=== wma_filter_param_flat ===
Figure 1. Routing congestion (wma_filter_param_flat).
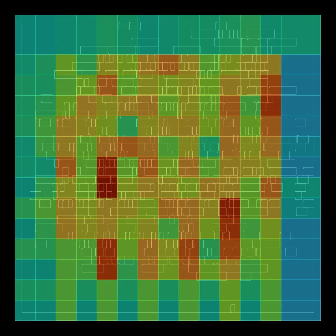

$ cat src/rtl/wma_filter_param_if.sv
// Stream, control and status signals of the weighted moving-average filter.
// The filter connects through the slave modport; the sample source/sink side uses master.
interface wma_filter_param_if #(
  parameter int unsigned DATA_W = 8
) ();
  logic              clear;
  logic              mode;
  logic              in_valid;
  logic              in_ready;
  logic [DATA_W-1:0] data_in;
  logic              out_valid;
  logic              out_ready;
  logic [DATA_W-1:0] data_out;
  logic              primed;
  logic              sat;

  modport master (
    output clear, mode, in_valid, data_in, out_ready,
    input  in_ready, out_valid, data_out, primed, sat
  );

  modport slave (
    input  clear, mode, in_valid, data_in, out_ready,
    output in_ready, out_valid, data_out, primed, sat
  );
endinterface

$ cat src/rtl/wma_filter_param.sv
// Parametrised weighted moving-average FIR with valid/ready handshake, warm-up flag and saturation.
// Optional WMA_ROUND_EN: every right shift rounds half-up instead of truncating.
module wma_filter_param #(
  parameter int unsigned DATA_W = 8,
  parameter int unsigned TAPS   = 4,
  parameter int unsigned CNT_W  = 5
) (
  input  logic                 clk,
  input  logic                 reset,
  wma_filter_param_if.slave    bus
);

  localparam int unsigned LOG2_TAPS = $clog2(TAPS);
  localparam int unsigned ACC_W     = DATA_W + 2;
  localparam int unsigned SUM_W     = DATA_W + LOG2_TAPS;
  localparam int unsigned HIST_N    = TAPS - 1;
  localparam logic [DATA_W-1:0] MAX_VAL = '1;

  logic [DATA_W-1:0] hist_q [HIST_N];
  logic [DATA_W-1:0] hist_d [HIST_N];
  logic [DATA_W-1:0] dout_q, dout_d;
  logic              ovalid_q, ovalid_d;
  logic              sat_q, sat_d;
  logic              primed_q, primed_d;
  logic [CNT_W-1:0]  cnt_q, cnt_d;

  logic [DATA_W-1:0] samples [TAPS];
  logic [ACC_W-1:0]  wsum, tap_v;
  logic [SUM_W-1:0]  usum;
  logic [DATA_W-1:0] result_c;
  logic              result_sat_c;
  logic              accept_c;

  assign bus.in_ready  = !ovalid_q || bus.out_ready;
  assign accept_c      = bus.in_valid && bus.in_ready && !bus.clear;
  assign bus.data_out  = dout_q;
  assign bus.out_valid = ovalid_q;
  assign bus.sat       = sat_q;
  assign bus.primed    = primed_q;

  // Filter arithmetic over the incoming sample plus the stored history.
  always_comb begin
    samples[0] = bus.data_in;
    for (int k = 1; k < TAPS; k++) samples[k] = hist_q[k-1];

    wsum  = '0;
    tap_v = '0;
    for (int k = 0; k < TAPS; k++) begin
      if (k < DATA_W) begin
        tap_v = ACC_W'(samples[k]);
`ifdef WMA_ROUND_EN
        // Half of 2**k is zero for the unshifted tap, so it needs no special case.
        tap_v = tap_v + ((ACC_W'(1) << k) >> 1);
`endif
        wsum = wsum + (tap_v >> k);
      end
    end

    usum = '0;
    for (int k = 0; k < TAPS; k++) usum = usum + SUM_W'(samples[k]);
`ifdef WMA_ROUND_EN
    usum = usum + SUM_W'(TAPS / 2);
`endif

    result_c     = DATA_W'(usum >> LOG2_TAPS);
    result_sat_c = 1'b0;
    if (!bus.mode) begin
      if (wsum > ACC_W'(MAX_VAL)) begin
        result_c     = MAX_VAL;
        result_sat_c = 1'b1;
      end else begin
        result_c = DATA_W'(wsum);
      end
    end
  end

  // Next state: clear wins over accept, accept wins over beat completion.
  always_comb begin
    hist_d   = hist_q;
    dout_d   = dout_q;
    ovalid_d = ovalid_q;
    sat_d    = sat_q;
    primed_d = primed_q;
    cnt_d    = cnt_q;
    if (bus.clear) begin
      for (int k = 0; k < HIST_N; k++) hist_d[k] = '0;
      dout_d   = '0;
      ovalid_d = 1'b0;
      sat_d    = 1'b0;
      primed_d = 1'b0;
      cnt_d    = '0;
    end else if (accept_c) begin
      hist_d[0] = bus.data_in;
      for (int k = 1; k < HIST_N; k++) hist_d[k] = hist_q[k-1];
      dout_d   = result_c;
      sat_d    = result_sat_c;
      ovalid_d = 1'b1;
      if (cnt_q != CNT_W'(TAPS)) cnt_d = cnt_q + CNT_W'(1);
      primed_d = (cnt_d == CNT_W'(TAPS));
    end else if (ovalid_q && bus.out_ready) begin
      ovalid_d = 1'b0;
    end
  end

  always_ff @(posedge clk or posedge reset) begin
    if (reset) begin
      for (int k = 0; k < HIST_N; k++) hist_q[k] <= '0;
      dout_q   <= '0;
      ovalid_q <= 1'b0;
      sat_q    <= 1'b0;
      primed_q <= 1'b0;
      cnt_q    <= '0;
    end else begin
      hist_q   <= hist_d;
      dout_q   <= dout_d;
      ovalid_q <= ovalid_d;
      sat_q    <= sat_d;
      primed_q <= primed_d;
      cnt_q    <= cnt_d;
    end
  end

endmodule
$ cat src/flat_wrapper.sv
// flat-port wrapper written by rule: the top's interface ports become plain ports
module wma_filter_param_flat 
#(
  parameter int unsigned DATA_W = 8,
  parameter int unsigned TAPS   = 4,
  parameter int unsigned CNT_W  = 5
)
  (clk, reset, bus_clear, bus_mode, bus_in_valid, bus_data_in, bus_out_ready, bus_in_ready, bus_out_valid, bus_data_out, bus_primed, bus_sat);
  wma_filter_param_if #(.DATA_W(DATA_W)) bus_i ();
  input  logic clk;
  input  logic reset;
  input wire logic [$bits(bus_i.clear)-1:0] bus_clear;
  input wire logic [$bits(bus_i.mode)-1:0] bus_mode;
  input wire logic [$bits(bus_i.in_valid)-1:0] bus_in_valid;
  input wire logic [$bits(bus_i.data_in)-1:0] bus_data_in;
  input wire logic [$bits(bus_i.out_ready)-1:0] bus_out_ready;
  output wire logic [$bits(bus_i.in_ready)-1:0] bus_in_ready;
  output wire logic [$bits(bus_i.out_valid)-1:0] bus_out_valid;
  output wire logic [$bits(bus_i.data_out)-1:0] bus_data_out;
  output wire logic [$bits(bus_i.primed)-1:0] bus_primed;
  output wire logic [$bits(bus_i.sat)-1:0] bus_sat;
  assign bus_i.clear = bus_clear;
  assign bus_i.mode = bus_mode;
  assign bus_i.in_valid = bus_in_valid;
  assign bus_i.data_in = bus_data_in;
  assign bus_i.out_ready = bus_out_ready;
  assign bus_in_ready = bus_i.in_ready;
  assign bus_out_valid = bus_i.out_valid;
  assign bus_data_out = bus_i.data_out;
  assign bus_primed = bus_i.primed;
  assign bus_sat = bus_i.sat;
  wma_filter_param #(.DATA_W(DATA_W), .TAPS(TAPS), .CNT_W(CNT_W)) u_core (.clk(clk), .reset(reset), .bus(bus_i));
endmodule
$ cat config.mk
export PLATFORM = sky130hd
export DESIGN_NAME = wma_filter_param_flat
export DESIGN_NICKNAME = d
export VERILOG_FILES = /design/src/rtl/wma_filter_param_if.sv /design/src/rtl/wma_filter_param.sv /design/src/flat_wrapper.sv
export SDC_FILE = /design/constraint.sdc
export NUM_CORES = 1
export LEC_CHECK = 0
export CORE_MARGIN = 2
export CORE_UTILIZATION = 35
export CTS_CLUSTER_DIAMETER = 120
export DETAILED_ROUTE_END_ITERATION = 16
export GPL_TIMING_DRIVEN = 0
export HOLD_SLACK_MARGIN = 0.1
export SLEW_MARGIN = 20
export SYNTH_ARGS = -nofsm -noshare
export SYNTH_HDL_FRONTEND = slang
export SYNTH_SLANG_ARGS = --single-unit
$ cat constraint.sdc
create_clock -name clk -period 8.6 [get_ports clk]
set_input_delay 2.15 -clock clk [delete_from_list [all_inputs] [get_ports clk]]
set_output_delay 2.15 -clock clk [all_outputs]
set_load 0.02 [all_outputs]
=== raster_pixel_feeder ===
[src/rtl/sobel_pkg.sv]
// Shared types and default frame geometry for the Sobel row-buffering front end.
package sobel_pkg;

    localparam int DEF_WIDTH      = 100;
    localparam int DEF_HEIGHT     = 100;
    localparam int DEF_DATA_WIDTH = 8;

    typedef logic [DEF_DATA_WIDTH-1:0] pixel_t;

    typedef enum logic [1:0] {
        ST_IDLE,
        ST_RUN,
        ST_DRAIN,
        ST_DONE
    } feeder_state_t;

endpackage

[src/rtl/pixel_skid_fifo.sv]
// Two-entry skid FIFO between the frame RAM read port and the line-buffer push.
module pixel_skid_fifo #(
    parameter int DATA_WIDTH = 8
) (
    input  logic                  clk,
    input  logic                  rst,
    input  logic                  wr,
    input  logic [DATA_WIDTH-1:0] wdata,
    input  logic                  rd,
    output logic [DATA_WIDTH-1:0] rdata,
    output logic [1:0]            occ
);

    logic [1:0][DATA_WIDTH-1:0] mem;
    logic                       wr_ptr;
    logic                       rd_ptr;
    logic                       do_wr;
    logic                       do_rd;

    // A write into a full FIFO is only accepted alongside a pop.
    assign do_rd = rd && (occ != 2'd0);
    assign do_wr = wr && ((occ != 2'd2) || do_rd);
    assign rdata = mem[rd_ptr];

    always_ff @(posedge clk) begin
        if (rst) begin
            mem    <= '0;
            wr_ptr <= 1'b0;
            rd_ptr <= 1'b0;
            occ    <= 2'd0;
        end else begin
            if (do_wr) begin
                mem[wr_ptr] <= wdata;
                wr_ptr      <= ~wr_ptr;
            end
            if (do_rd)
                rd_ptr <= ~rd_ptr;
            case ({do_wr, do_rd})
                2'b10:   occ <= occ + 2'd1;
                2'b01:   occ <= occ - 2'd1;
                default: occ <= occ;
            endcase
        end
    end

endmodule

[src/rtl/raster_pixel_feeder.sv]
// Streams a frame out of a 1-cycle-latency RAM in raster order into the line buffers,
// tracking pixel coordinates and flagging pushes that complete a 3x3 window.
module raster_pixel_feeder
    import sobel_pkg::*;
#(
    parameter int WIDTH      = DEF_WIDTH,
    parameter int HEIGHT     = DEF_HEIGHT,
    parameter int DATA_WIDTH = DEF_DATA_WIDTH,
    parameter int ADDR_WIDTH = $clog2(WIDTH*HEIGHT)
) (
    input  logic                      clk,
    input  logic                      rst,
    input  logic                      start,
    input  logic                      stall,
    output logic                      mem_rd_en,
    output logic [ADDR_WIDTH-1:0]     mem_addr,
    input  logic [DATA_WIDTH-1:0]     mem_rd_data,
    output logic                      shift_en,
    output logic [DATA_WIDTH-1:0]     data_out,
    output logic [$clog2(WIDTH)-1:0]  col,
    output logic [$clog2(HEIGHT)-1:0] row,
    output logic                      window_valid,
    output logic                      busy,
    output logic                      done
);

    localparam int N     = WIDTH*HEIGHT;
    localparam int COL_W = $clog2(WIDTH);
    localparam int ROW_W = $clog2(HEIGHT);

    feeder_state_t         state;
    logic [ADDR_WIDTH-1:0] addr_cnt;
    logic [ADDR_WIDTH-1:0] addr_last;
    logic                  inflight_q;
    logic [1:0]            occ;
    logic                  room;
    logic                  issue;
    logic                  drained;

    // Room counts reads already in flight so the FIFO can never overflow.
    assign room     = (occ == 2'd0) || ((occ == 2'd1) && !inflight_q);
    assign shift_en = (occ != 2'd0) && !stall;
    assign issue    = (state == ST_RUN) && (room || shift_en);
    assign drained  = !inflight_q &&
                      ((occ == 2'd0) || ((occ == 2'd1) && shift_en));

    assign mem_rd_en    = issue;
    assign mem_addr     = issue ? addr_cnt : addr_last;
    assign window_valid = shift_en && (row >= ROW_W'(2)) && (col >= COL_W'(2));
    assign busy         = (state != ST_IDLE);
    assign done         = (state == ST_DONE);

    pixel_skid_fifo #(
        .DATA_WIDTH(DATA_WIDTH)
    ) u_skid (
        .clk   (clk),
        .rst   (rst),
        .wr    (inflight_q),
        .wdata (mem_rd_data),
        .rd    (shift_en),
        .rdata (data_out),
        .occ   (occ)
    );

    always_ff @(posedge clk) begin
        if (rst) begin
            state      <= ST_IDLE;
            addr_cnt   <= '0;
            addr_last  <= '0;
            inflight_q <= 1'b0;
        end else begin
            inflight_q <= issue;
            if (issue) begin
                addr_last <= addr_cnt;
                addr_cnt  <= addr_cnt + 1'b1;
            end
            case (state)
                ST_IDLE: begin
                    if (start) begin
                        state    <= ST_RUN;
                        addr_cnt <= '0;
                    end
                end
                ST_RUN: begin
                    if (issue && (addr_cnt == ADDR_WIDTH'(N-1)))
                        state <= ST_DRAIN;
                end
                ST_DRAIN: begin
                    if (drained)
                        state <= ST_DONE;
                end
                ST_DONE: state <= ST_IDLE;
                default: state <= ST_IDLE;
            endcase
        end
    end

    // Coordinates follow the FIFO head; the last pixel wraps both back to 0.
    always_ff @(posedge clk) begin
        if (rst) begin
            col <= '0;
            row <= '0;
        end else if (shift_en) begin
            if (col == COL_W'(WIDTH-1)) begin
                col <= '0;
                row <= (row == ROW_W'(HEIGHT-1)) ? '0 : row + 1'b1;
            end else begin
                col <= col + 1'b1;
            end
        end
    end

endmodule
[config.mk]
export PLATFORM = sky130hd
export DESIGN_NAME = raster_pixel_feeder
export DESIGN_NICKNAME = d
export VERILOG_FILES = /design/src/rtl/sobel_pkg.sv /design/src/rtl/pixel_skid_fifo.sv /design/src/rtl/raster_pixel_feeder.sv
export SDC_FILE = /design/constraint.sdc
export NUM_CORES = 1
export LEC_CHECK = 0
export ABC_AREA = 1
export CELL_PAD_IN_SITES_DETAIL_PLACEMENT = 1
export CELL_PAD_IN_SITES_GLOBAL_PLACEMENT = 1
export CORE_UTILIZATION = 38
export DETAILED_ROUTE_END_ITERATION = 7
export MAX_ROUTING_LAYER = met4
export PLACE_DENSITY = 0.82
export SETUP_SLACK_MARGIN = 0.02
export SLEW_MARGIN = 0
export SYNTH_ARGS = -nofsm -noshare
export SYNTH_HDL_FRONTEND = slang
export SYNTH_SLANG_ARGS = --single-unit
[constraint.sdc]
create_clock -name clk -period 2.48 [get_ports clk]
set_input_delay 0.496 -clock clk [delete_from_list [all_inputs] [get_ports clk]]
set_output_delay 0.496 -clock clk [all_outputs]
set_load 0.05 [all_outputs]
=== rd_sched ===
<file path="src/rtl/rd_sched.sv">
// Descriptor scheduler: queues {begin,end} descriptors, validates them and starts one rd_ctrl transfer at a time.
// Optional WAIT watchdog is compiled in with `define RD_SCHED_TIMEOUT_EN.
module rd_sched #(
  parameter int unsigned DEPTH          = 4,
  parameter int unsigned MAX_BYTES      = 1024,
  parameter int unsigned TIMEOUT_CYCLES = 4096
) (
  input  logic        clk,
  input  logic        reset,
  input  logic        enable,
  input  logic        desc_valid,
  output logic        desc_ready,
  input  logic [31:0] desc_begin,
  input  logic [31:0] desc_end,
  output logic        rd_ctrl,
  output logic [31:0] pkt_begin,
  output logic [31:0] pkt_end,
  input  logic        rd_ctrl_rdy,
  output logic        busy,
  output logic [31:0] pkt_count,
  output logic [15:0] drop_count,
  output logic        err,
  input  logic        err_clr
);

  localparam int unsigned AW = $clog2(DEPTH);
  localparam int unsigned CW = AW + 1;
  localparam logic [AW:0] FULL_CNT = CW'(DEPTH);

  typedef enum logic [2:0] {IDLE, CHECK, ISSUE, WAIT, GAP} state_e;

  state_e                  state_q, state_d;
  logic [DEPTH-1:0][63:0]  mem_q;
  logic [AW-1:0]           wr_ptr_q, rd_ptr_q;
  logic [AW:0]             cnt_q, cnt_d;
  logic                    ready_q;
  logic                    push, pop, load, inc_pkt, set_err;
  logic [31:0]             hold_b_q, hold_e_q;
  logic [31:0]             pkt_begin_q, pkt_end_q, pkt_count_q;
  logic [15:0]             drop_q;
  logic                    err_q;
  logic [31:0]             len;
  logic                    legal;
  logic                    wd_expired;

  // Ready is registered from the next count, so it only ever reflects the current occupancy.
  assign push  = desc_valid && ready_q;
  assign cnt_d = cnt_q + {{AW{1'b0}}, push} - {{AW{1'b0}}, pop};

  assign len   = hold_e_q - hold_b_q;
  assign legal = (hold_e_q > hold_b_q) && (hold_b_q[1:0] == 2'b00) &&
                 (hold_e_q[1:0] == 2'b00) && (len <= MAX_BYTES);

  always_ff @(posedge clk) begin
    if (push) mem_q[wr_ptr_q] <= {desc_begin, desc_end};
  end

  always_ff @(posedge clk or negedge reset) begin
    if (!reset) begin
      state_q     <= IDLE;
      wr_ptr_q    <= '0;
      rd_ptr_q    <= '0;
      cnt_q       <= '0;
      ready_q     <= 1'b0;
      hold_b_q    <= '0;
      hold_e_q    <= '0;
      pkt_begin_q <= '0;
      pkt_end_q   <= '0;
      pkt_count_q <= '0;
      drop_q      <= '0;
      err_q       <= 1'b0;
    end else begin
      state_q <= state_d;
      cnt_q   <= cnt_d;
      ready_q <= (cnt_d != FULL_CNT);
      if (push) wr_ptr_q <= wr_ptr_q + 1'b1;
      if (pop) begin
        rd_ptr_q             <= rd_ptr_q + 1'b1;
        {hold_b_q, hold_e_q} <= mem_q[rd_ptr_q];
      end
      if (load) begin
        pkt_begin_q <= hold_b_q;
        pkt_end_q   <= hold_e_q;
      end
      if (inc_pkt) pkt_count_q <= pkt_count_q + 32'd1;
      if (set_err && drop_q != 16'hFFFF) drop_q <= drop_q + 16'd1;
      // A new error outranks a simultaneous clear.
      if (set_err)      err_q <= 1'b1;
      else if (err_clr) err_q <= 1'b0;
    end
  end

`ifdef RD_SCHED_TIMEOUT_EN
  logic [31:0] wd_q;

  always_ff @(posedge clk or negedge reset) begin
    if (!reset)               wd_q <= '0;
    else if (state_q != WAIT) wd_q <= '0;
    else                      wd_q <= wd_q + 32'd1;
  end

  assign wd_expired = (wd_q == TIMEOUT_CYCLES - 1);
`else
  assign wd_expired = 1'b0;
`endif

  always_comb begin
    state_d = state_q;
    pop     = 1'b0;
    load    = 1'b0;
    inc_pkt = 1'b0;
    set_err = 1'b0;
    unique case (state_q)
      IDLE:  if (enable && cnt_q != '0) begin
               pop     = 1'b1;
               state_d = CHECK;
             end
      CHECK: if (legal) begin
               load    = 1'b1;
               state_d = ISSUE;
             end else begin
               set_err = 1'b1;
               state_d = IDLE;
             end
      ISSUE: state_d = WAIT;
      // A done pulse coinciding with expiry is still a completed packet.
      WAIT:  if (rd_ctrl_rdy) begin
               inc_pkt = 1'b1;
               state_d = GAP;
             end else if (wd_expired) begin
               set_err = 1'b1;
               state_d = GAP;
             end
      GAP:   state_d = IDLE;
      default: state_d = IDLE;
    endcase
  end

  assign desc_ready = ready_q;
  assign rd_ctrl    = (state_q == ISSUE);
  assign pkt_begin  = pkt_begin_q;
  assign pkt_end    = pkt_end_q;
  assign busy       = (state_q != IDLE) || (cnt_q != '0);
  assign pkt_count  = pkt_count_q;
  assign drop_count = drop_q;
  assign err        = err_q;

endmodule
</file>
<file path="config.mk">
export PLATFORM = sky130hd
export DESIGN_NAME = rd_sched
export DESIGN_NICKNAME = d
export VERILOG_FILES = /design/src/rtl/rd_sched.sv
export SDC_FILE = /design/constraint.sdc
export NUM_CORES = 1
export LEC_CHECK = 0
export ABC_CLOCK_PERIOD_IN_PS = 8600
export CORE_ASPECT_RATIO = 1.25
export CORE_MARGIN = 1
export CORE_UTILIZATION = 38
export CTS_BUF_LIST = sky130_fd_sc_hd__clkbuf_8 sky130_fd_sc_hd__clkbuf_16
export CTS_CLUSTER_DIAMETER = 150
export DETAILED_ROUTE_END_ITERATION = 7
export GPL_TIMING_DRIVEN = 0
export PLACE_DENSITY = 0.63
export SLEW_MARGIN = 15
export SYNTH_ARGS = -nofsm -noshare
export SYNTH_HDL_FRONTEND = slang
export SYNTH_SLANG_ARGS = --single-unit
</file>
<file path="constraint.sdc">
create_clock -name clk -period 8.6 [get_ports clk]
set_input_delay 1.29 -clock clk [delete_from_list [all_inputs] [get_ports clk]]
set_output_delay 1.29 -clock clk [all_outputs]
set_load 0.02 [all_outputs]
</file>
Figure 2. Where the registers sit (wma_filter_param_flat).
The bar under the picture is 20 um long.
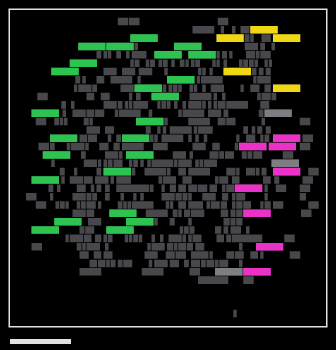
legend:
  u_core.hist_q:
    color: green
    sequential_cells: 24
  u_core.bus.data_out:
    color: magenta
    sequential_cells: 8
    where: east
  u_core.cnt_q:
    color: yellow
    sequential_cells: 5
    where: north-east
not colored: 3

About Figure 1:
overall routing resource usage: 16.21%
GR peak layer: met2
M3 GR Usage: 2.576%
met2 usage: 26.37%
Routed wire per std cell: 14.42 um

==> run summary, wma_filter_param_flat <==
impl run done, here's what came out: syn_area_per_cell 8.620 um2, critical path's slowest cell clkdlybuf4s50_1, Final Power 554.8 uW, Max clock buf depth 2, buffer share of cell area 7.598%, pin count of the biggest net entering global routing 25, buffers inserted by post-CTS timing repair 0, Comb/total area 54.82%, Peak Freq 0.1733 GHz, Post-synth top flop dfrtp_1, Top-Level Pins 26, IO Port Bufs 23, Adder Area Share 21.01%, Crit path buffers/inverters 3, status finished, final reports clean, register area share after synthesis 29.18%
## wma_filter_param_flat: layer usage
layer | routed length, um | vias up | global-route usage [%]
met1 | 4051 | 1319 | 22.54
li1 | - | 1405 | -
met2 | 3683 | 57 | 26.37
met4 | 107 | 0 | 4.251
met5 | 0 | - | 0
met3 | 274 | 9 | 2.576
## wma_filter_param_flat: where the power goes
part | total, mW | switching [mW] | internal [mW]
Combinational | 0.181 | 0.105 | 0.0758
Clock | 0.167 | 0.0721 | 0.0950
Sequential | 0.207 | 0.00882 | 0.198
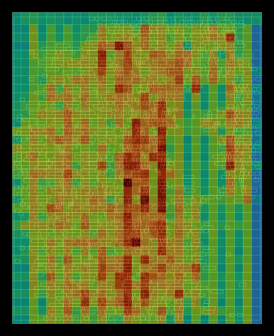
Figure 3: rd_sched, routing congestion.
GR Util met1: 21.68%
GR peak layer: met2
M3 GR Usage: 2.683%

==> run summary, rd_sched <==
impl run done, here's what came out: status finished, final reports clean, Top-Level Pins 186, Max-Slew Margin vs Limit 30.76%, Worst Tran Pin Value 1.030 ns, CTS Buf Count 43, NetSw 2.891 mW, Internal Power 4.973 mW, Post-DP HPWL 31700 um, site row count 90, H-tree levels 2, DR top layer met4, cts hold-fix bufs 0, Routed wire per std cell 20.21 um, VDD IR max 0.0001701 V, Dominant comb cell multiplexers, Sequential Area 12390 um2, fp util 38.80%, Post-synth EDFFs 256, GRT overflow 0, P&R area growth vs syn 22.18%, most frequent cells in the layout edfxtp_1, dfrtp_1, clkdlybuf4s50_1, Final Max Slew Viols 0, Main power group combinational logic, Adder Area Share 2.864%, Commonest cells post-synth edfxtp_1, dfrtp_1, nand2_1, mux4_2, mux2_2, Tmin final 5.165 ns, number of fill cells 4316
## rd_sched: metrics by stage
stage / cell area (um2) / TNS (ns) / util [%] / std cells / hold slack (ns)
finish: 23060 / 0 / 47.41 / 2200 / 0.4678
CTS: 23060 / 0 / 47.40 / 2200 / 0.4768
global route: 23060 / 0 / 47.41 / 2200 / 0.4964
floorplan: 18880 / 0 / - / 1285 / 0.4551
detailed placement: 21720 / 0 / 44.66 / 2120 / 0.4685
global placement: 21530 / -358.99 / 44.26 / 2114 / 0.4636
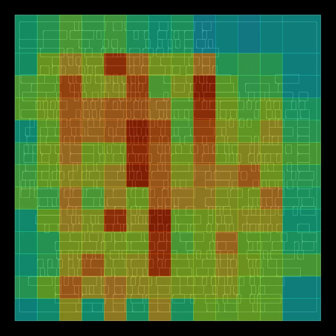
Figure 4: raster_pixel_feeder, routing congestion.
met2 usage: 35.08%
GR peak layer: met2
overall routing resource usage: 21.40%

==> run summary, raster_pixel_feeder <==
impl run done, here's what came out: status finished, final reports clean, Largest delay share family, worst path simple AND/OR/NAND/NOR gates, Largest register FFs 16, Seq. pwr 1.35 mW, cts hold-fix bufs 0, Max-Slew Margin vs Limit 65.21%, aoi share 14.98%, Core Util, Final 50.91%, area fraction in mux cells 0%, Peak Freq 0.4227 GHz, final wirelength 8522 um, comb pwr 2.86 mW, GPL Wtd Cong 0.8574, fin area 4204 um2, Simple Share, Synth 28.30%, Sw Share 45.95%, buffers inserted by post-CTS timing repair 0, hold path start u_skid.mem[2]$_SDFFE_PP0P_, main area contributors dfxtp_1, nand2_1, nor2_1, layout cells sized above 1 16.38%, number of global-route vias before repair 3037, PwrDens 1237 nW/um2, chip width 94.60 um, most frequent cells in the layout nand2_1, dfxtp_1, nor2_1, CP Cell Sequence inv_2, ha_1, inv_2, nand3_4, nand2_4, inv_6, or2_2, o21ai_2, inv_1, buf_4, cell type with the largest total area dfxtp_1, Vias per Instance 4.933, Hold Path End u_skid.mem[2]$_SDFFE_PP0P_, Crit. End Element output pin, fin cells 624, Tmin final 2.366 ns, H-tree levels 3, number of cells produced by synthesis 451, Root Buffer clkbuf_8, placed cell area 3933 um2, Flop pwr share 25.9%, first-pass GRT wire length 14410 um
raster_pixel_feeder: area by class of cell:
type	count	area [um2]	share of cell area (%)
Multi-Input combinational cell	310	1677	39.88
Timing Repair Buffer	65	635.6	15.12
Clock buffer	12	145.1	3.452
Inverter	64	245.2	5.833
Tap cell	105	131.4	3.125
Sequential cell	65	1305	31.04
Clock inverter	3	65.06	1.548
raster_pixel_feeder: metal layers:
metal  global-route usage [%]  up-vias  wire [um]
met5                        -        -          0
met4                    8.586        0        135
met3                    2.899       10        315
met2                    35.08       49       4045
met1                    26.55     1455       4026
li1                         -     1564          -

=== alu_seq_flat ===
Figure 5. Signal wires on met2 (alu_seq_flat).
The bar under the picture is 20 um long.
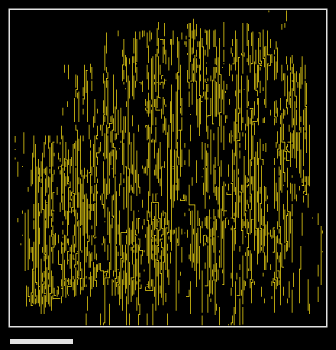

**src/rtl/alu_seq_if.sv**
```systemverilog
// Handshake/bus bundle between the control side and the sequential ALU.
// Latency: n/a (wires only).
// Backpressure: none; busy tells the master that start will be ignored.
//   master: drives start/op/acc_q/opnd, observes acc_in/en_da/busy/flags
//   slave : the ALU itself
interface alu_seq_if #(
    parameter int W = 8
);
    logic         start;
    logic [2:0]   op;
    logic [W-1:0] acc_q;
    logic [W-1:0] opnd;
    logic [W-1:0] acc_in;
    logic         en_da;
    logic         busy;
    logic         c_flag;
    logic         z_flag;

    modport master (
        output start, op, acc_q, opnd,
        input  acc_in, en_da, busy, c_flag, z_flag
    );

    modport slave (
        input  start, op, acc_q, opnd,
        output acc_in, en_da, busy, c_flag, z_flag
    );
endinterface

```
**src/rtl/alu_seq.sv**
```systemverilog
// Sequential ALU computing the accumulator's next value (acc_in) plus carry/zero flags.
// Latency: single-cycle ops strobe en_da the cycle after start; MUL strobes it after 8 shift-add steps.
// Backpressure: start is only sampled in IDLE; while busy it is dropped, never queued.
//   i_clk   : system clock, rising edge
//   i_clr   : asynchronous active-low reset
//   io_bus  : slave side of alu_seq_if (start/op/acc_q/opnd in, acc_in/en_da/busy/c_flag/z_flag out)
module alu_seq #(
    parameter int W         = 8,
    parameter int MUL_STEPS = 8   // must equal W: one step per multiplier bit
) (
    input  logic        i_clk,
    input  logic        i_clr,
    alu_seq_if.slave    io_bus
);

    localparam int CNT_W = (MUL_STEPS > 1) ? $clog2(MUL_STEPS) : 1;

    typedef enum logic [1:0] {
        ST_IDLE = 2'd0,
        ST_MUL  = 2'd1,
        ST_WB   = 2'd2
    } state_e;

    typedef enum logic [2:0] {
        OP_LOAD = 3'd0,
        OP_ADD  = 3'd1,
        OP_SUB  = 3'd2,
        OP_AND  = 3'd3,
        OP_OR   = 3'd4,
        OP_XOR  = 3'd5,
        OP_SHL  = 3'd6,
        OP_MUL  = 3'd7
    } op_e;

    // ------------------------------------------------------------------
    // State and registered outputs
    // ------------------------------------------------------------------
    state_e           r_state;
    logic [W-1:0]     r_acc_in;
    logic             r_en_da;
    logic             r_busy;
    logic             r_c;
    logic             r_z;

    // Multiplier working registers. The multiplicand is held at double width
    // and shifted left each step; the multiplier is shifted right so that
    // bit 0 always selects whether this step adds.
    logic [2*W-1:0]   r_prod;
    logic [2*W-1:0]   r_mcand;
    logic [W-1:0]     r_mplier;
    logic [CNT_W-1:0] r_cnt;

    // ------------------------------------------------------------------
    // Single-cycle datapath, evaluated directly on the captured inputs
    // ------------------------------------------------------------------
    logic [W:0]       w_sum;
    logic [W:0]       w_diff;
    logic [W-1:0]     w_res;
    logic             w_c;

    always_comb begin
        w_sum  = {1'b0, io_bus.acc_q} + {1'b0, io_bus.opnd};
        w_diff = {1'b0, io_bus.acc_q} - {1'b0, io_bus.opnd};
        w_res  = '0;
        w_c    = r_c;
        case (op_e'(io_bus.op))
            OP_LOAD: begin
                w_res = io_bus.opnd;
                w_c   = r_c;            // LOAD leaves carry untouched
            end
            OP_ADD: begin
                w_res = w_sum[W-1:0];
                w_c   = w_sum[W];
            end
            OP_SUB: begin
                w_res = w_diff[W-1:0];
                w_c   = ~w_diff[W];     // carry means "no borrow", i.e. A >= B
            end
            OP_AND: begin
                w_res = io_bus.acc_q & io_bus.opnd;
                w_c   = 1'b0;
            end
            OP_OR: begin
                w_res = io_bus.acc_q | io_bus.opnd;
                w_c   = 1'b0;
            end
            OP_XOR: begin
                w_res = io_bus.acc_q ^ io_bus.opnd;
                w_c   = 1'b0;
            end
            OP_SHL: begin
                w_res = {io_bus.acc_q[W-2:0], 1'b0};
                w_c   = io_bus.acc_q[W-1];
            end
            OP_MUL: begin
                // Handled by the iterative path; nothing written here.
                w_res = '0;
                w_c   = r_c;
            end
        endcase
    end

    // ------------------------------------------------------------------
    // Shift-add step
    // ------------------------------------------------------------------
    logic [2*W-1:0]   w_prod_nxt;
    logic             w_mul_last;

    always_comb begin
        w_prod_nxt = r_mplier[0] ? (r_prod + r_mcand) : r_prod;
        w_mul_last = (r_cnt == CNT_W'(MUL_STEPS - 1));
    end

    // ------------------------------------------------------------------
    // Controller: single sequential block, all outputs registered
    // ------------------------------------------------------------------
    always_ff @(posedge i_clk or negedge i_clr) begin
        if (!i_clr) begin
            r_state  <= ST_IDLE;
            r_acc_in <= '0;
            r_en_da  <= 1'b0;
            r_busy   <= 1'b0;
            r_c      <= 1'b0;
            r_z      <= 1'b0;
            r_prod   <= '0;
            r_mcand  <= '0;
            r_mplier <= '0;
            r_cnt    <= '0;
        end else begin
            case (r_state)
                ST_IDLE: begin
                    if (io_bus.start) begin
                        r_busy <= 1'b1;
                        if (op_e'(io_bus.op) == OP_MUL) begin
                            r_prod   <= '0;
                            r_cnt    <= '0;
                            r_mcand  <= {{W{1'b0}}, io_bus.acc_q};
                            r_mplier <= io_bus.opnd;
                            r_state  <= ST_MUL;
                        end else begin
                            r_acc_in <= w_res;
                            r_c      <= w_c;
                            r_z      <= (w_res == '0);
                            r_en_da  <= 1'b1;
                            r_state  <= ST_WB;
                        end
                    end
                end

                ST_MUL: begin
                    r_prod   <= w_prod_nxt;
                    r_mcand  <= r_mcand << 1;
                    r_mplier <= r_mplier >> 1;
                    r_cnt    <= r_cnt + 1'b1;
                    // The last step writes back straight from the adder output
                    // so the result lands on the same edge as the final add.
                    if (w_mul_last) begin
                        r_acc_in <= w_prod_nxt[W-1:0];
                        r_c      <= |w_prod_nxt[2*W-1:W];
                        r_z      <= (w_prod_nxt[W-1:0] == '0);
                        r_en_da  <= 1'b1;
                        r_state  <= ST_WB;
                    end
                end

                ST_WB: begin
                    r_en_da <= 1'b0;
                    r_busy  <= 1'b0;
                    r_state <= ST_IDLE;
                end

                default: begin
                    r_en_da <= 1'b0;
                    r_busy  <= 1'b0;
                    r_state <= ST_IDLE;
                end
            endcase
        end
    end

    assign io_bus.acc_in = r_acc_in;
    assign io_bus.en_da  = r_en_da;
    assign io_bus.busy   = r_busy;
    assign io_bus.c_flag = r_c;
    assign io_bus.z_flag = r_z;

endmodule
```
**src/flat_wrapper.sv**
```systemverilog
// flat-port wrapper written by rule: the top's interface ports become plain ports
module alu_seq_flat 
#(
    parameter int W         = 8,
    parameter int MUL_STEPS = 8                                               
)
  (i_clk, i_clr, io_bus_start, io_bus_op, io_bus_acc_q, io_bus_opnd, io_bus_acc_in, io_bus_en_da, io_bus_busy, io_bus_c_flag, io_bus_z_flag);
  alu_seq_if #(.W(W)) io_bus_i ();
  input  logic i_clk;
  input  logic i_clr;
  input wire logic [$bits(io_bus_i.start)-1:0] io_bus_start;
  input wire logic [$bits(io_bus_i.op)-1:0] io_bus_op;
  input wire logic [$bits(io_bus_i.acc_q)-1:0] io_bus_acc_q;
  input wire logic [$bits(io_bus_i.opnd)-1:0] io_bus_opnd;
  output wire logic [$bits(io_bus_i.acc_in)-1:0] io_bus_acc_in;
  output wire logic [$bits(io_bus_i.en_da)-1:0] io_bus_en_da;
  output wire logic [$bits(io_bus_i.busy)-1:0] io_bus_busy;
  output wire logic [$bits(io_bus_i.c_flag)-1:0] io_bus_c_flag;
  output wire logic [$bits(io_bus_i.z_flag)-1:0] io_bus_z_flag;
  assign io_bus_i.start = io_bus_start;
  assign io_bus_i.op = io_bus_op;
  assign io_bus_i.acc_q = io_bus_acc_q;
  assign io_bus_i.opnd = io_bus_opnd;
  assign io_bus_acc_in = io_bus_i.acc_in;
  assign io_bus_en_da = io_bus_i.en_da;
  assign io_bus_busy = io_bus_i.busy;
  assign io_bus_c_flag = io_bus_i.c_flag;
  assign io_bus_z_flag = io_bus_i.z_flag;
  alu_seq #(.W(W), .MUL_STEPS(MUL_STEPS)) u_core (.i_clk(i_clk), .i_clr(i_clr), .io_bus(io_bus_i));
endmodule
```
**config.mk**
```make
export PLATFORM = sky130hd
export DESIGN_NAME = alu_seq_flat
export DESIGN_NICKNAME = d
export VERILOG_FILES = /design/src/rtl/alu_seq_if.sv /design/src/rtl/alu_seq.sv /design/src/flat_wrapper.sv
export SDC_FILE = /design/constraint.sdc
export NUM_CORES = 1
export LEC_CHECK = 0
export CORE_MARGIN = 1
export CORE_UTILIZATION = 50
export DETAILED_ROUTE_END_ITERATION = 8
export GPL_ROUTABILITY_DRIVEN = 0
export GPL_TIMING_DRIVEN = 0
export HOLD_SLACK_MARGIN = 0.05
export PLACE_DENSITY = 0.7
export SYNTH_ARGS = -nofsm -noshare
export SYNTH_HDL_FRONTEND = slang
export SYNTH_SLANG_ARGS = --single-unit
```
**constraint.sdc**
```tcl
create_clock -name i_clk -period 3.97 [get_ports i_clk]
set_clock_uncertainty 0.05 [all_clocks]
set_input_delay 0.397 -clock i_clk [delete_from_list [all_inputs] [get_ports i_clk]]
set_output_delay 0.397 -clock i_clk [all_outputs]
set_load 0.005 [all_outputs]
```
=== vjtag_bus_ctrl ===
<file path="src/rtl/vjtag_bus_ctrl.sv">
// Virtual-JTAG to register-bus bridge.
// A 24-bit DR scan carries {address, data}; update-DR launches a single bus
// transaction that is tracked by a two-state FSM with an ack timeout.
// Read results are pipelined: they appear in the capture of the next READ scan.
module vjtag_bus_ctrl #(
  parameter int TIMEOUT = 15
) (
  input  logic        clk,
  input  logic        reset,
  input  logic        tdi,
  output logic        tdo,
  input  logic [1:0]  ir_in,
  input  logic        virtual_state_cdr,
  input  logic        virtual_state_sdr,
  input  logic        virtual_state_udr,
  output logic        bus_req,
  output logic        bus_we,
  output logic [7:0]  bus_addr,
  output logic [15:0] bus_wdata,
  input  logic        bus_ack,
  input  logic [15:0] bus_rdata
);

  localparam logic [1:0] IR_BYPASS = 2'b00;
  localparam logic [1:0] IR_WRITE  = 2'b01;
  localparam logic [1:0] IR_READ   = 2'b10;
  localparam logic [1:0] IR_STATUS = 2'b11;

  // Timer value at which a still-unacknowledged WAIT gives up; the abort edge
  // is the TIMEOUT-th edge spent in WAIT.
  localparam logic [7:0] TIMER_LAST = 8'(TIMEOUT - 1);

  typedef enum logic {ST_IDLE, ST_WAIT} state_t;

  state_t      state;
  logic [23:0] sr;
  logic        bypass_bit;
  logic [15:0] rdata_hold;
  logic [7:0]  timer;
  logic        timeout_err;
  logic        overflow_err;
  logic        last_we;

  logic        busy;
  logic        is_bus_op;
  logic        start;
  logic        overflow_hit;
  logic        status_clr;
  logic        timeout_hit;
  logic [7:0]  status;

  function automatic logic [7:0] pack_status(input logic b, input logic t,
                                             input logic o, input logic w);
    return {b, t, o, w, 4'b0000};
  endfunction

  assign busy         = (state == ST_WAIT);
  assign is_bus_op    = (ir_in == IR_WRITE) || (ir_in == IR_READ);
  assign start        = virtual_state_udr && is_bus_op && !busy;
  assign overflow_hit = virtual_state_udr && is_bus_op && busy;
  assign status_clr   = virtual_state_udr && (ir_in == IR_STATUS);
  // An ack in the final cycle wins, so the timeout only fires without ack.
  assign timeout_hit  = busy && !bus_ack && (timer == TIMER_LAST);
  assign status       = pack_status(busy, timeout_err, overflow_err, last_we);

  // tdo is held low during reset even before the first reset edge clears the registers.
  assign tdo = !reset && ((ir_in == IR_BYPASS) ? bypass_bit : sr[0]);

  // Scan chain: capture/shift of the bypass bit or the 24-bit data register (udr > cdr > sdr).
  always_ff @(posedge clk) begin
    if (reset) begin
      sr         <= '0;
      bypass_bit <= 1'b0;
    end else if (!virtual_state_udr) begin
      if (virtual_state_cdr) begin
        case (ir_in)
          IR_BYPASS: bypass_bit <= 1'b0;
          IR_WRITE:  sr <= '0;
          IR_READ:   sr <= {status, rdata_hold};
          IR_STATUS: sr <= {status, 16'h0000};
        endcase
      end else if (virtual_state_sdr) begin
        if (ir_in == IR_BYPASS) begin
          bypass_bit <= tdi;
        end else begin
          sr <= {tdi, sr[23:1]};
        end
      end
    end
  end

  // Bus FSM: launch on update-DR, complete on ack, abort on timeout; error flags are sticky.
  always_ff @(posedge clk) begin
    if (reset) begin
      state        <= ST_IDLE;
      bus_req      <= 1'b0;
      bus_we       <= 1'b0;
      bus_addr     <= '0;
      bus_wdata    <= '0;
      timer        <= '0;
      rdata_hold   <= '0;
      timeout_err  <= 1'b0;
      overflow_err <= 1'b0;
      last_we      <= 1'b0;
    end else begin
      case (state)
        ST_IDLE: begin
          if (start) begin
            bus_req   <= 1'b1;
            bus_we    <= (ir_in == IR_WRITE);
            bus_addr  <= sr[23:16];
            bus_wdata <= sr[15:0];
            last_we   <= (ir_in == IR_WRITE);
            timer     <= '0;
            state     <= ST_WAIT;
          end
        end
        ST_WAIT: begin
          if (bus_ack) begin
            bus_req <= 1'b0;
            if (!bus_we) begin
              rdata_hold <= bus_rdata;
            end
            state <= ST_IDLE;
          end else if (timeout_hit) begin
            bus_req    <= 1'b0;
            rdata_hold <= 16'hDEAD;
            state      <= ST_IDLE;
          end else begin
            timer <= timer + 8'd1;
          end
        end
      endcase
      // Setting an error in the same cycle as a STATUS clear leaves it set.
      timeout_err  <= timeout_hit  | (timeout_err  & ~status_clr);
      overflow_err <= overflow_hit | (overflow_err & ~status_clr);
    end
  end

endmodule

</file>
<file path="config.mk">
export PLATFORM = sky130hd
export DESIGN_NAME = vjtag_bus_ctrl
export DESIGN_NICKNAME = d
export VERILOG_FILES = /design/src/rtl/vjtag_bus_ctrl.sv
export SDC_FILE = /design/constraint.sdc
export NUM_CORES = 1
export LEC_CHECK = 0
export CAP_MARGIN = 30
export CELL_PAD_IN_SITES_DETAIL_PLACEMENT = 1
export CELL_PAD_IN_SITES_GLOBAL_PLACEMENT = 1
export CORE_MARGIN = 3
export CORE_UTILIZATION = 37
export CTS_CLUSTER_DIAMETER = 60
export DETAILED_ROUTE_END_ITERATION = 10
export PLACE_DENSITY = 0.73
export SETUP_SLACK_MARGIN = 0.15
export SYNTH_ARGS = -nofsm -noshare
export SYNTH_HDL_FRONTEND = slang
export SYNTH_SLANG_ARGS = --single-unit
</file>
<file path="constraint.sdc">
create_clock -name clk -period 2.1 [get_ports clk]
set_clock_uncertainty 0.05 [all_clocks]
set_input_delay 0.525 -clock clk [delete_from_list [all_inputs] [get_ports clk]]
set_output_delay 0.525 -clock clk [all_outputs]
set_load 0.005 [all_outputs]
</file>
=== spi_target ===
===== src/rtl/spi_target.sv =====
// spi_target: SPI mode-0 target with a 4-register CPU window and level irq.
// Define SPI_TARGET_FIFO_EN to replace the RX holding register with a 4-entry FIFO.
`timescale 1ns/1ps
module spi_target #(
    parameter logic [7:0] RESET_TX = 8'hFF
) (
    input  logic       clk,
    input  logic       rst,
    input  logic [1:0] AD,
    input  logic [7:0] DI,
    output logic [7:0] DO,
    input  logic       rw,
    input  logic       cs,
    output logic       irq,
    input  logic       sck,
    input  logic       mosi,
    input  logic       ss_n,
    output logic       miso,
    output logic       miso_oe
);
    logic [2:0] sck_sy;
    logic [2:0] ss_sy;
    logic [1:0] mosi_sy;
    logic       rise_q;
    logic       fall_q;
    logic       sfall_q;
    logic       mosi_q;

    logic       en;
    logic       rxie;
    logic       txie;
    logic [7:0] txh;
    logic       txe;
    logic       ovr;
    logic       udr;
    logic [7:0] sr;
    logic [2:0] cnt;
    logic       done;

    logic       sel;
    logic       wr_cyc;
    logic       rd_cyc;
    logic       data_wr;
    logic       data_rd;
    logic       ctrl_wr;
    logic       clr_wr;
    logic       rx_done;
    logic       tx_load;
    logic [7:0] rx_byte;
    logic       rxf;
    logic [7:0] rx_data;
    logic       ovr_set;
    logic [1:0] fifo_lvl;

    // sync stage 2 vs stage 3 finds the edge; the event is then registered
    always_ff @(posedge clk or posedge rst) begin
        if (rst) begin
            sck_sy  <= '0;
            ss_sy   <= '1;
            mosi_sy <= '0;
            rise_q  <= 1'b0;
            fall_q  <= 1'b0;
            sfall_q <= 1'b0;
            mosi_q  <= 1'b0;
        end else begin
            sck_sy  <= {sck_sy[1:0], sck};
            ss_sy   <= {ss_sy[1:0], ss_n};
            mosi_sy <= {mosi_sy[0], mosi};
            rise_q  <= sck_sy[1] & ~sck_sy[2];
            fall_q  <= ~sck_sy[1] & sck_sy[2];
            sfall_q <= ~ss_sy[1] & ss_sy[2];
            mosi_q  <= mosi_sy[1];
        end
    end

    assign sel     = en & ~ss_sy[1];
    assign wr_cyc  = cs & ~rw;
    assign rd_cyc  = cs & rw;
    assign data_wr = wr_cyc & (AD == 2'd0);
    assign ctrl_wr = wr_cyc & (AD == 2'd2);
    assign clr_wr  = wr_cyc & (AD == 2'd3);
    assign data_rd = rd_cyc & (AD == 2'd0);
    assign rx_done = sel & rise_q & (cnt == 3'd7);
    assign tx_load = sel & (sfall_q | (fall_q & done));
    assign rx_byte = {sr[6:0], mosi_q};

    always_ff @(posedge clk or posedge rst) begin
        if (rst) begin
            sr   <= RESET_TX;
            cnt  <= '0;
            done <= 1'b0;
            txh  <= '0;
            txe  <= 1'b1;
            udr  <= 1'b0;
        end else begin
            if (data_wr)
                txh <= DI;
            if (!sel) begin
                cnt  <= '0;
                done <= 1'b0;
            end else if (tx_load) begin
                sr   <= data_wr ? DI : (txe ? RESET_TX : txh);
                cnt  <= '0;
                done <= 1'b0;
            end else if (rise_q) begin
                sr   <= rx_byte;
                cnt  <= cnt + 3'd1;
                done <= (cnt == 3'd7);
            end
            // a same-cycle CPU write feeds the load directly, so TXE stays set
            if (tx_load)
                txe <= 1'b1;
            else if (data_wr)
                txe <= 1'b0;
            udr <= (udr & ~(clr_wr & DI[3])) | (tx_load & ~data_wr & txe);
        end
    end

`ifdef SPI_TARGET_FIFO_EN
    logic [7:0] mem [4];
    logic [1:0] wp;
    logic [1:0] rp;
    logic [2:0] fcnt;
    logic       push;
    logic       pop;

    assign pop  = data_rd & (fcnt != 3'd0);
    assign push = rx_done & ((fcnt != 3'd4) | pop);

    always_ff @(posedge clk or posedge rst) begin
        if (rst) begin
            for (int i = 0; i < 4; i++)
                mem[i] <= '0;
            wp   <= '0;
            rp   <= '0;
            fcnt <= '0;
        end else begin
            if (push) begin
                mem[wp] <= rx_byte;
                wp      <= wp + 2'd1;
            end
            if (pop)
                rp <= rp + 2'd1;
            fcnt <= fcnt + {2'b00, push} - {2'b00, pop};
        end
    end

    assign rxf      = (fcnt != 3'd0);
    assign rx_data  = mem[rp];
    assign ovr_set  = rx_done & ~push;
    assign fifo_lvl = fcnt[2] ? 2'b11 : fcnt[1:0];
`else
    logic [7:0] rxd;
    logic       rxf_q;

    always_ff @(posedge clk or posedge rst) begin
        if (rst) begin
            rxd   <= '0;
            rxf_q <= 1'b0;
        end else if (rx_done && (data_rd || !rxf_q)) begin
            rxd   <= rx_byte;
            rxf_q <= 1'b1;
        end else if (data_rd) begin
            rxf_q <= 1'b0;
        end
    end

    assign rxf      = rxf_q;
    assign rx_data  = rxd;
    assign ovr_set  = rx_done & rxf_q & ~data_rd;
    assign fifo_lvl = 2'b00;
`endif

    always_ff @(posedge clk or posedge rst) begin
        if (rst) begin
            en   <= 1'b0;
            rxie <= 1'b0;
            txie <= 1'b0;
            ovr  <= 1'b0;
            irq  <= 1'b0;
        end else begin
            if (ctrl_wr) begin
                en   <= DI[7];
                txie <= DI[1];
                rxie <= DI[0];
            end
            ovr <= (ovr & ~(clr_wr & DI[2])) | ovr_set;
            irq <= (rxf & rxie) | (ovr & rxie) | (txe & txie);
        end
    end

    always_comb begin
        DO = '0;
        unique case (AD)
            2'd0:    DO = rx_data;
            2'd1:    DO = {irq, fifo_lvl, ~ss_sy[1], udr, ovr, txe, rxf};
            2'd2:    DO = {en, 5'b00000, txie, rxie};
            default: DO = '0;
        endcase
    end

    assign miso    = sr[7];
    assign miso_oe = sel;

endmodule


===== config.mk =====
export PLATFORM = sky130hd
export DESIGN_NAME = spi_target
export DESIGN_NICKNAME = d
export VERILOG_FILES = /design/src/rtl/spi_target.sv
export SDC_FILE = /design/constraint.sdc
export NUM_CORES = 1
export LEC_CHECK = 0
export CAP_MARGIN = 25
export CORE_ASPECT_RATIO = 1.2
export CORE_MARGIN = 1.5
export CORE_UTILIZATION = 50
export DETAILED_ROUTE_END_ITERATION = 6
export PLACE_DENSITY = 0.8
export SLEW_MARGIN = 20
export SYNTH_ARGS = -nofsm -noshare
export SYNTH_HDL_FRONTEND = slang
export SYNTH_SLANG_ARGS = --single-unit

===== constraint.sdc =====
create_clock -name clk -period 2.15 [get_ports clk]
set_input_delay 0.43 -clock clk [delete_from_list [all_inputs] [get_ports clk]]
set_output_delay 0.43 -clock clk [all_outputs]
set_load 0.02 [all_outputs]

=== crc5_frame_ctrl ===
<file path="src/rtl/crc5_frame_ctrl.sv">
// ============================================================================
// crc5_frame_ctrl : serializes a DATA_W-bit word MSB-first, then appends its
//                   CRC-5 (x^5 + x^2 + 1, init 0, no output XOR).
// Revision        : 1.0
// ============================================================================
`default_nettype none

// Bit-serial CRC-5 engine, one bit per enabled cycle.
module crc5_serial (
    input  logic       clk,
    input  logic       rst,
    input  logic       clr_i,
    input  logic       en_i,
    input  logic       bit_i,
    output logic [4:0] crc_o,
    output logic [4:0] crc_next_o
);
    localparam logic [4:0] C_POLY = 5'b00101;

    logic [4:0] crc_q;
    logic       fb;

    assign fb         = bit_i ^ crc_q[4];
    assign crc_next_o = {crc_q[3:0], 1'b0} ^ (fb ? C_POLY : 5'b00000);
    assign crc_o      = crc_q;

    always_ff @(posedge clk) begin
        if (rst || clr_i) begin
            crc_q <= 5'b00000;
        end else if (en_i) begin
            crc_q <= crc_next_o;
        end
    end
endmodule

module crc5_frame_ctrl #(
    parameter int DATA_W = 8
) (
    input  logic              clk,
    input  logic              rst,
    input  logic              in_valid,
    output logic              in_ready,
    input  logic [DATA_W-1:0] in_data,
    output logic              sout_valid,
    input  logic              sout_ready,
    output logic              sout_bit,
    output logic              sout_last,
    output logic              busy,
    output logic              done,
    output logic [4:0]        crc_value
);
    typedef enum logic [1:0] {
        S_IDLE = 2'd0,
        S_DATA = 2'd1,
        S_CRC  = 2'd2
    } state_t;

    state_t            state_q;
    logic [DATA_W-1:0] shift_q;
    logic [4:0]        crc_shift_q;
    logic [4:0]        cnt_q;
    logic [4:0]        crc_value_q;
    logic              done_q;

    logic              accept;
    logic              xfer;
    logic              crc_en;
    logic [4:0]        crc_cur;
    logic [4:0]        crc_d;

    assign accept = (state_q == S_IDLE) && in_valid;
    assign xfer   = sout_valid && sout_ready;
    assign crc_en = (state_q == S_DATA) && sout_ready;

    crc5_serial u_crc (
        .clk        (clk),
        .rst        (rst),
        .clr_i      (accept),
        .en_i       (crc_en),
        .bit_i      (shift_q[DATA_W-1]),
        .crc_o      (crc_cur),
        .crc_next_o (crc_d)
    );

    assign in_ready   = (state_q == S_IDLE);
    assign busy       = (state_q != S_IDLE);
    assign sout_valid = (state_q == S_DATA) || (state_q == S_CRC);
    assign sout_bit   = (state_q == S_DATA) ? shift_q[DATA_W-1] :
                        (state_q == S_CRC)  ? crc_shift_q[4]    : 1'b0;
    assign sout_last  = (state_q == S_CRC) && (cnt_q == 5'd0);
    assign done       = done_q;
    assign crc_value  = crc_value_q;

    always_ff @(posedge clk) begin
        if (rst) begin
            state_q     <= S_IDLE;
            shift_q     <= '0;
            crc_shift_q <= 5'b00000;
            cnt_q       <= 5'd0;
            crc_value_q <= 5'b00000;
            done_q      <= 1'b0;
        end else begin
            done_q <= 1'b0;
            case (state_q)
                S_IDLE: begin
                    if (accept) begin
                        shift_q <= in_data;
                        cnt_q   <= 5'(DATA_W - 1);
                        state_q <= S_DATA;
                    end
                end
                S_DATA: begin
                    if (xfer) begin
                        shift_q <= shift_q << 1;
                        if (cnt_q == 5'd0) begin
                            // crc_d already folds in the final payload bit
                            crc_shift_q <= crc_d;
                            cnt_q       <= 5'd4;
                            state_q     <= S_CRC;
                        end else begin
                            cnt_q <= cnt_q - 5'd1;
                        end
                    end
                end
                S_CRC: begin
                    if (xfer) begin
                        crc_shift_q <= crc_shift_q << 1;
                        if (cnt_q == 5'd0) begin
                            crc_value_q <= crc_cur;
                            done_q      <= 1'b1;
                            state_q     <= S_IDLE;
                        end else begin
                            cnt_q <= cnt_q - 5'd1;
                        end
                    end
                end
                default: state_q <= S_IDLE;
            endcase
        end
    end
endmodule

`default_nettype wire

</file>
<file path="config.mk">
export PLATFORM = sky130hd
export DESIGN_NAME = crc5_frame_ctrl
export DESIGN_NICKNAME = d
export VERILOG_FILES = /design/src/rtl/crc5_frame_ctrl.sv
export SDC_FILE = /design/constraint.sdc
export NUM_CORES = 1
export LEC_CHECK = 0
export CORE_ASPECT_RATIO = 0.8
export CORE_MARGIN = 2
export CORE_UTILIZATION = 50
export CTS_CLUSTER_DIAMETER = 200
export DETAILED_ROUTE_END_ITERATION = 7
export MAX_ROUTING_LAYER = met4
export PLACE_DENSITY = 0.84
export SLEW_MARGIN = 20
export SYNTH_ARGS = -nofsm -noshare
export SYNTH_HDL_FRONTEND = slang
export SYNTH_SLANG_ARGS = --single-unit
</file>
<file path="constraint.sdc">
create_clock -name clk -period 6.1 [get_ports clk]
set_input_delay 0.915 -clock clk [delete_from_list [all_inputs] [get_ports clk]]
set_output_delay 0.915 -clock clk [all_outputs]
set_load 0.1 [all_outputs]
</file>

==> layout pictures side by side <==
Where the registers sit.
The bar under the picture is 20 um long.
shot_01.png
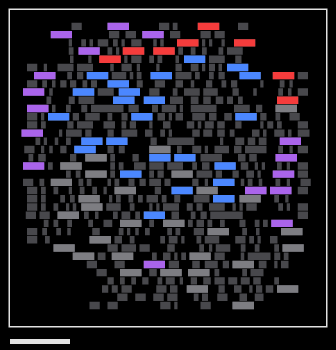
shot_02.png
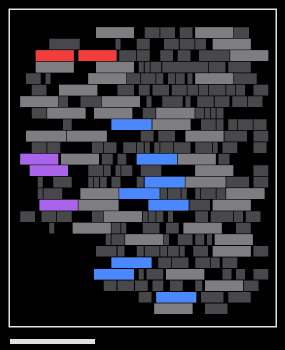
shot_03.png
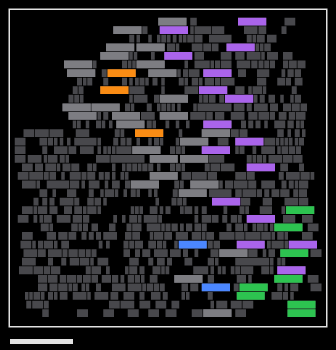
shot_04.png
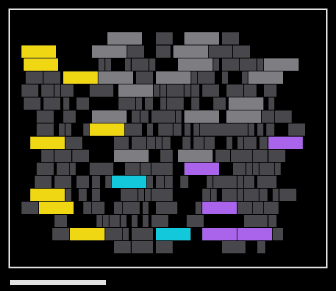
| picture | from |
|---|---|
| shot_03.png | alu_seq_flat |
| shot_02.png | spi_target |
| shot_01.png | vjtag_bus_ctrl |
| shot_04.png | crc5_frame_ctrl |
- most cells: shot_03.png

Key to shot_02.png:
legend:
  sr:
    color: blue
    sequential_cells: 8
  mosi_sy:
    color: red
    sequential_cells: 2
  cnt:
    color: purple
    sequential_cells: 3
not colored: 35

Figure 6. Signal wires on met2 (vjtag_bus_ctrl).
The bar under the picture is 20 um long.
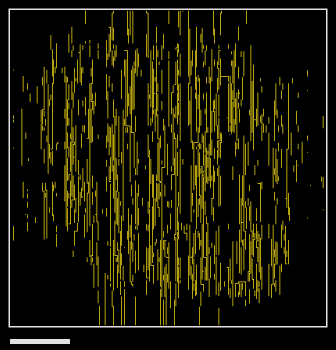
nets with wire on the layer: 445
longest straight run: 49.6 um

==> run summary, vjtag_bus_ctrl <==
impl run done, here's what came out: Yosys warnings 0, Final Hold Fails 0, fin cells 608, placed cell area 4365 um2, Final Max Slew Viols 0, Commonest cells post-synth dfxtp_1, a21oi_1, nand2_1, nand3_1, nand2b_1, cell type with the largest total area dfxtp_1, Largest delay share family, worst path buffers and inverters, met2 WL 4698 um, status finished, final reports clean, Hold WS 0.4063 ns, YS chip area 3606 um2, fin area 4613 um2, register area share after synthesis 43.30%, antenna violations before repair 0, Crit. End Element output pin, Clk. pwr 1.32 mW, IO Port Bufs 51, syn_area_per_cell 8.752 um2, yosys xor share 0%, Vias per Instance 5.132, DR DRC count 0, Synth top cell by count dfxtp_1, Post-synth top flop dfxtp_1, Largest register FFs 24, Synthesized Nets 443, number of cells produced by synthesis 412, Post-DP HPWL 6758 um, DP Worst Slack -0.5321 ns, buffers inserted by post-CTS timing repair 2, cts hold-fix bufs 0, initial DRC count 75, VDD IR max 0.0002745 V, Critical Path Sink tdo, crit start category primary input, Critical Path AT 1.30 ns, critical path depth 6, Tmin final 1.877 ns, Internal Power 2.353 mW, GPL Wtd Cong 0.7381, Clock transition at path regs 0.08 ns, remaining antenna violation count 0, Root Buffer clkbuf_8, Area leader share 43.30%
vjtag_bus_ctrl: cell type report:
cell class	instances	area (um2)
Inverter	6	22.52
Clock buffer	10	137.6
Multi-Input combinational cell	296	1874
Clock inverter	6	93.84
Sequential cell	78	1562
Tap cell	129	161.4
Timing Repair Buffer	83	762.0
Fill cell	1141	4758
vjtag_bus_ctrl: layer usage:
metal,vias to the layer above,GRT usage [%]
met5,-,0
met4,0,5.436
met3,13,3.768
met2,48,30.89
met1,1507,22.78
li1,1552,-
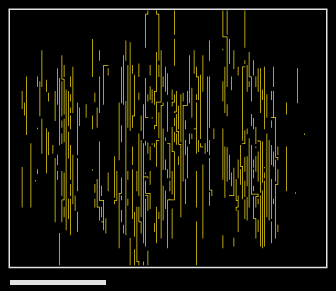
Figure 7: crc5_frame_ctrl, signal wires on met2.
The bar under the picture is 20 um long.
main direction: vertical
nets with wire on the layer: 173
met2 usage: 37.37%
final wirelength: 3271 um
via count: 1323

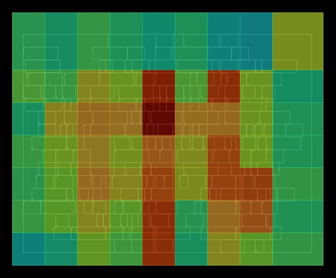
Figure 8: crc5_frame_ctrl, routing congestion.
overall routing resource usage: 21.71%
Core Util, Final: 65.90%
Routed wire per std cell: 13.98 um
GR peak layer: met2
M3 GR Usage: 5.439%

==> run summary, crc5_frame_ctrl <==
impl run done, here's what came out: status finished, final reports clean, Worst-Skew Late Latency 0.28 ns, CP Cell Sequence inv_1, ha_1, nor4b_1, nand2_1, inv_1, clkdlybuf4s50_1, Critical Path AT 3.16 ns, r2r endpoint crc_shift_q[0]$_SDFFE_PP0P_, Final Hold Fails 0, final clock skew 0.006302 ns, nonclk buf count 23, Cells on Worst Hold Path 2, main area contributors dfxtp_1, mux2i_1, nor2_1, Crit Path Category reg -> out, yosys cell count 174, Post-DP HPWL 2391 um, Root Buffer clkbuf_8, CTS Buf Count 5, Tap Count 38, Layout clock area frac 4.698%, Post-synth EDFFs 0, Setup TNS 0 ns, #FFs+latches synth 31, CORE AREA 2829 um2, Simple Share, Synth 19.49%, crit start category flip-flop, CP Launch Point cnt_q[0]$_SDFFE_PP0P_
==> crc5_frame_ctrl: metal layers <==
| layer | wire, um | vias to the layer above | track usage, % |
|---|---|---|---|
| met5 | 0 | - | - |
| met4 | 76 | 0 | 13.54 |
| met3 | 162 | 9 | 5.439 |
| met2 | 1611 | 38 | 37.37 |
| met1 | 1420 | 614 | 22.79 |
| li1 | - | 662 | - |
==> crc5_frame_ctrl: power by group <==
group	internal [mW]	switching, mW	total [mW]	leakage, nW
Combinational	0.152	0.273	0.424	0.410
Clock	0.0882	0.0710	0.159	0.0470
Sequential	0.248	0.0295	0.277	0.253
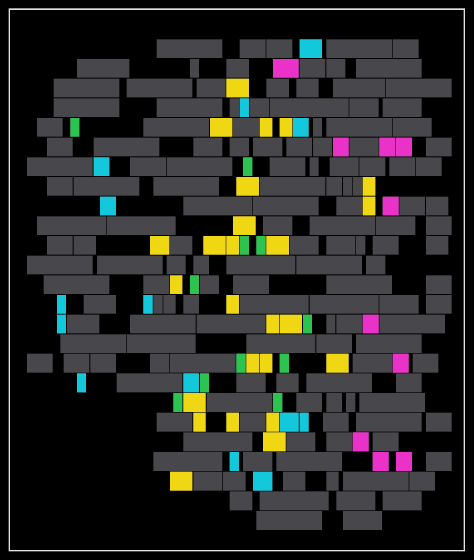
Figure 9: spi_target, gate-type map.
legend:
  inverters:
    color: green
    cells: 11
  AND and OR gates:
    color: magenta
    cells: 10
  inverting AOI/OAI gates:
    color: yellow
    cells: 25
  NOR gates:
    color: cyan
    cells: 14
Comb/total area: 31.98%
fin cells: 263
most frequent logic cell in the layout: dfrtp_1

==> run summary, spi_target <==
impl run done, here's what came out: Seq. pwr 1.22 mW, CP required 1.72 ns, fp util 53.12%, GPL Wtd Cong 0.8362, GR Util met1 24.41%, die area 4690 um2, WL met1 1811 um, Clock transition at path regs 0.08 ns, DR DRC count 0, met2 WL 2173 um, Internal Power 1.724 mW, via count 1452, most frequent cells in the layout dfrtp_1, clkdlybuf4s50_1, mux2i_1, critical path depth 5, Tmin final 2.069 ns, overall routing resource usage 20.04%, final wirelength 4231 um, initial DRC count 60, first-pass GRT wire length 7176 um, Cells on Worst Hold Path 0, final clock skew 0.004787 ns, Hold Path End mosi_sy[1]$_DFF_PP0_, placed cell area 2539 um2, Peak Freq 0.4833 GHz, fin area 2645 um2, Post-DP HPWL 3125 um, Clk network pwr share 26.8%, CORE AREA 4035 um2, site row count 25, # resized after CTS 11, VDD IR max 0.0004597 V, final setup fails 0, Hold WS 0.3548 ns, register area share after synthesis 56.74%, drt pass-1 iters 4, Yosys warnings 0, Log Warnings 26, status finished, final reports clean
## spi_target: area by class of cell
cell class | instances | area, um2 | share of cell area [%]
inverter | 11 | 41.29 | 1.561
clock buffer | 5 | 68.82 | 2.602
timing repair buffer | 37 | 362.8 | 13.72
sequential | 48 | 1216 | 45.98
clock inverter | 3 | 42.54 | 1.608
multi-input combinational | 105 | 845.8 | 31.98
tap | 54 | 67.56 | 2.554
## spi_target: kinds of logic after synthesis
family,count (synthesis),synth area share (%)
flops,48,56.74
mux,36,19.32
buf+inv,18,3.911
simple gates,41,10.57
fa+ha+maj,2,1.167
compound gates,25,7.881
xor+xnor,1,0.4087
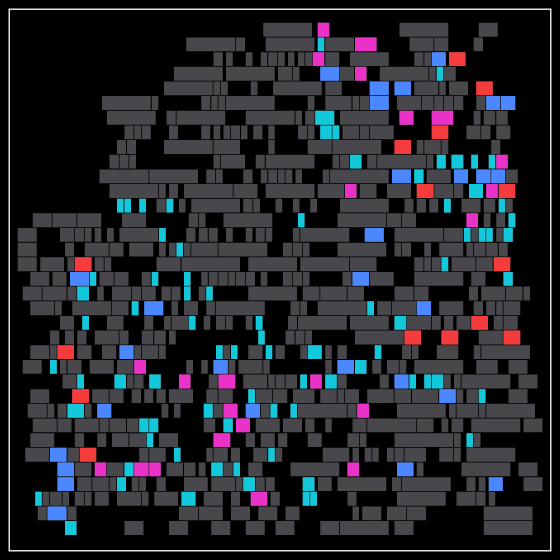
Figure 10: alu_seq_flat, gate-type map.
legend:
  AND and OR gates:
    color: magenta
    cells: 23
  NOR gates:
    color: cyan
    cells: 80
  XOR/XNOR gates:
    color: red
    cells: 15
  AND-OR and OR-AND gates:
    color: blue
    cells: 29
    where: widely spread

About Figure 5:
share of all routed wire: 45%
wire length on this layer: 6220 um
nets with wire on the layer: 600
final wirelength: 13770 um
met2 usage: 45.68%
via count: 4799

==> run summary, alu_seq_flat <==
impl run done, here's what came out: period utilization 78.14%, Simple Share, Synth 20.31%, main area contributors dfrtp_1, ha_1, nand2_1, Main power group combinational logic, Crit Path Category in -> reg, status finished, final reports clean, Synth top cell by count nand2_1, flop share of the area 25.51%, Final Power 3.263 mW, Crit path buffers/inverters 2, GRT overflow 0, largest registers u_core.r_mcand x16, u_core.r_prod x16, yosys xor share 2.723%, Antenna diodes 0, fin cells 785, YS chip area 4825 um2, DP Worst Slack 0.5991 ns, buffer share of cell area 9.199%, chip width 100.2 um, CP required 4.13 ns, Layout clock area frac 4.454%, IO Port Bufs 33, Max-Slew Margin vs Limit 47.52%, most frequent logic cell in the layout nand2_1, hold path start u_core.io_bus.acc_in[0]$_DFFE_PN0P_
alu_seq_flat: tightest hold or removal path, stage by stage, from the launching register on:
cell and delay [ns]:
dfrtp_1 0.35, nand2_1 0.05, o21ai_0 0.06
alu_seq_flat: metal layers:
layer | vias up | global-route usage [%] | part of all wire [%] | routed length, um
met3 | 21 | 4.944 | 6.5 | 895
li1 | 2280 | - | - | -
met4 | 0 | 10.93 | 2.1 | 289
met1 | 2328 | 40.38 | 46 | 6370
met5 | - | 0 | 0 | 0
met2 | 170 | 45.68 | 45 | 6219


==> layout pictures side by side <==
Routing congestion.
panel A
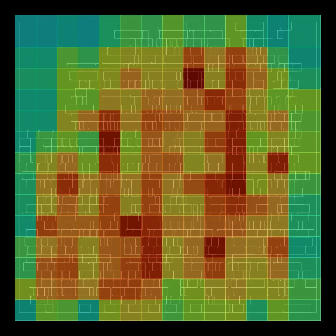
panel B
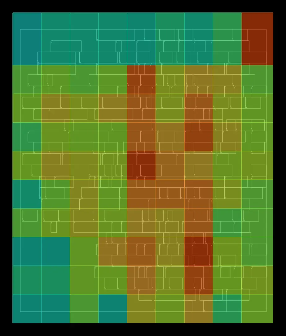
panel C
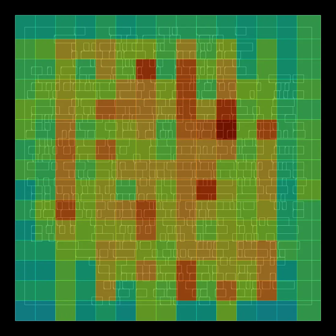
alu_seq_flat: panel A
spi_target: panel B
vjtag_bus_ctrl: panel C


==> layout pictures side by side <==
Signal wires on met2.
image #1
The bar under the picture is 20 um long.
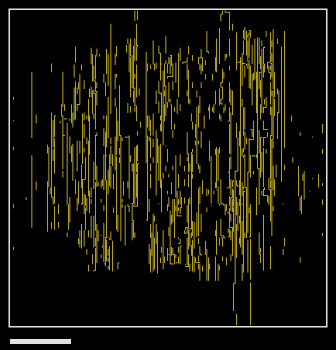
image #2
The bar under the picture is 50 um long.
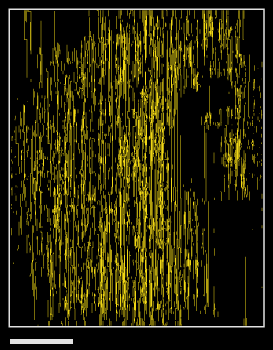
image #3
The bar under the picture is 20 um long.
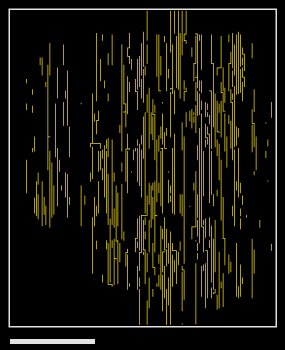
image #4
The bar under the picture is 20 um long.
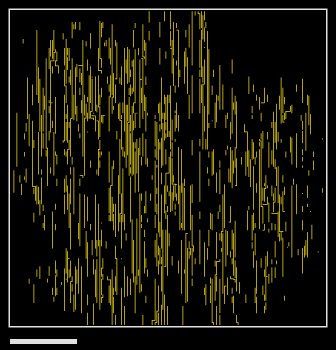
- smallest die: image #3
| picture | from |
|---|---|
| image #3 | spi_target |
| image #4 | raster_pixel_feeder |
| image #2 | rd_sched |
| image #1 | wma_filter_param_flat |

Key to image #2:
longest straight run: 116 um
share of all routed wire: 52%

No activity file was given, so power comes from the tool's default toggle rates.
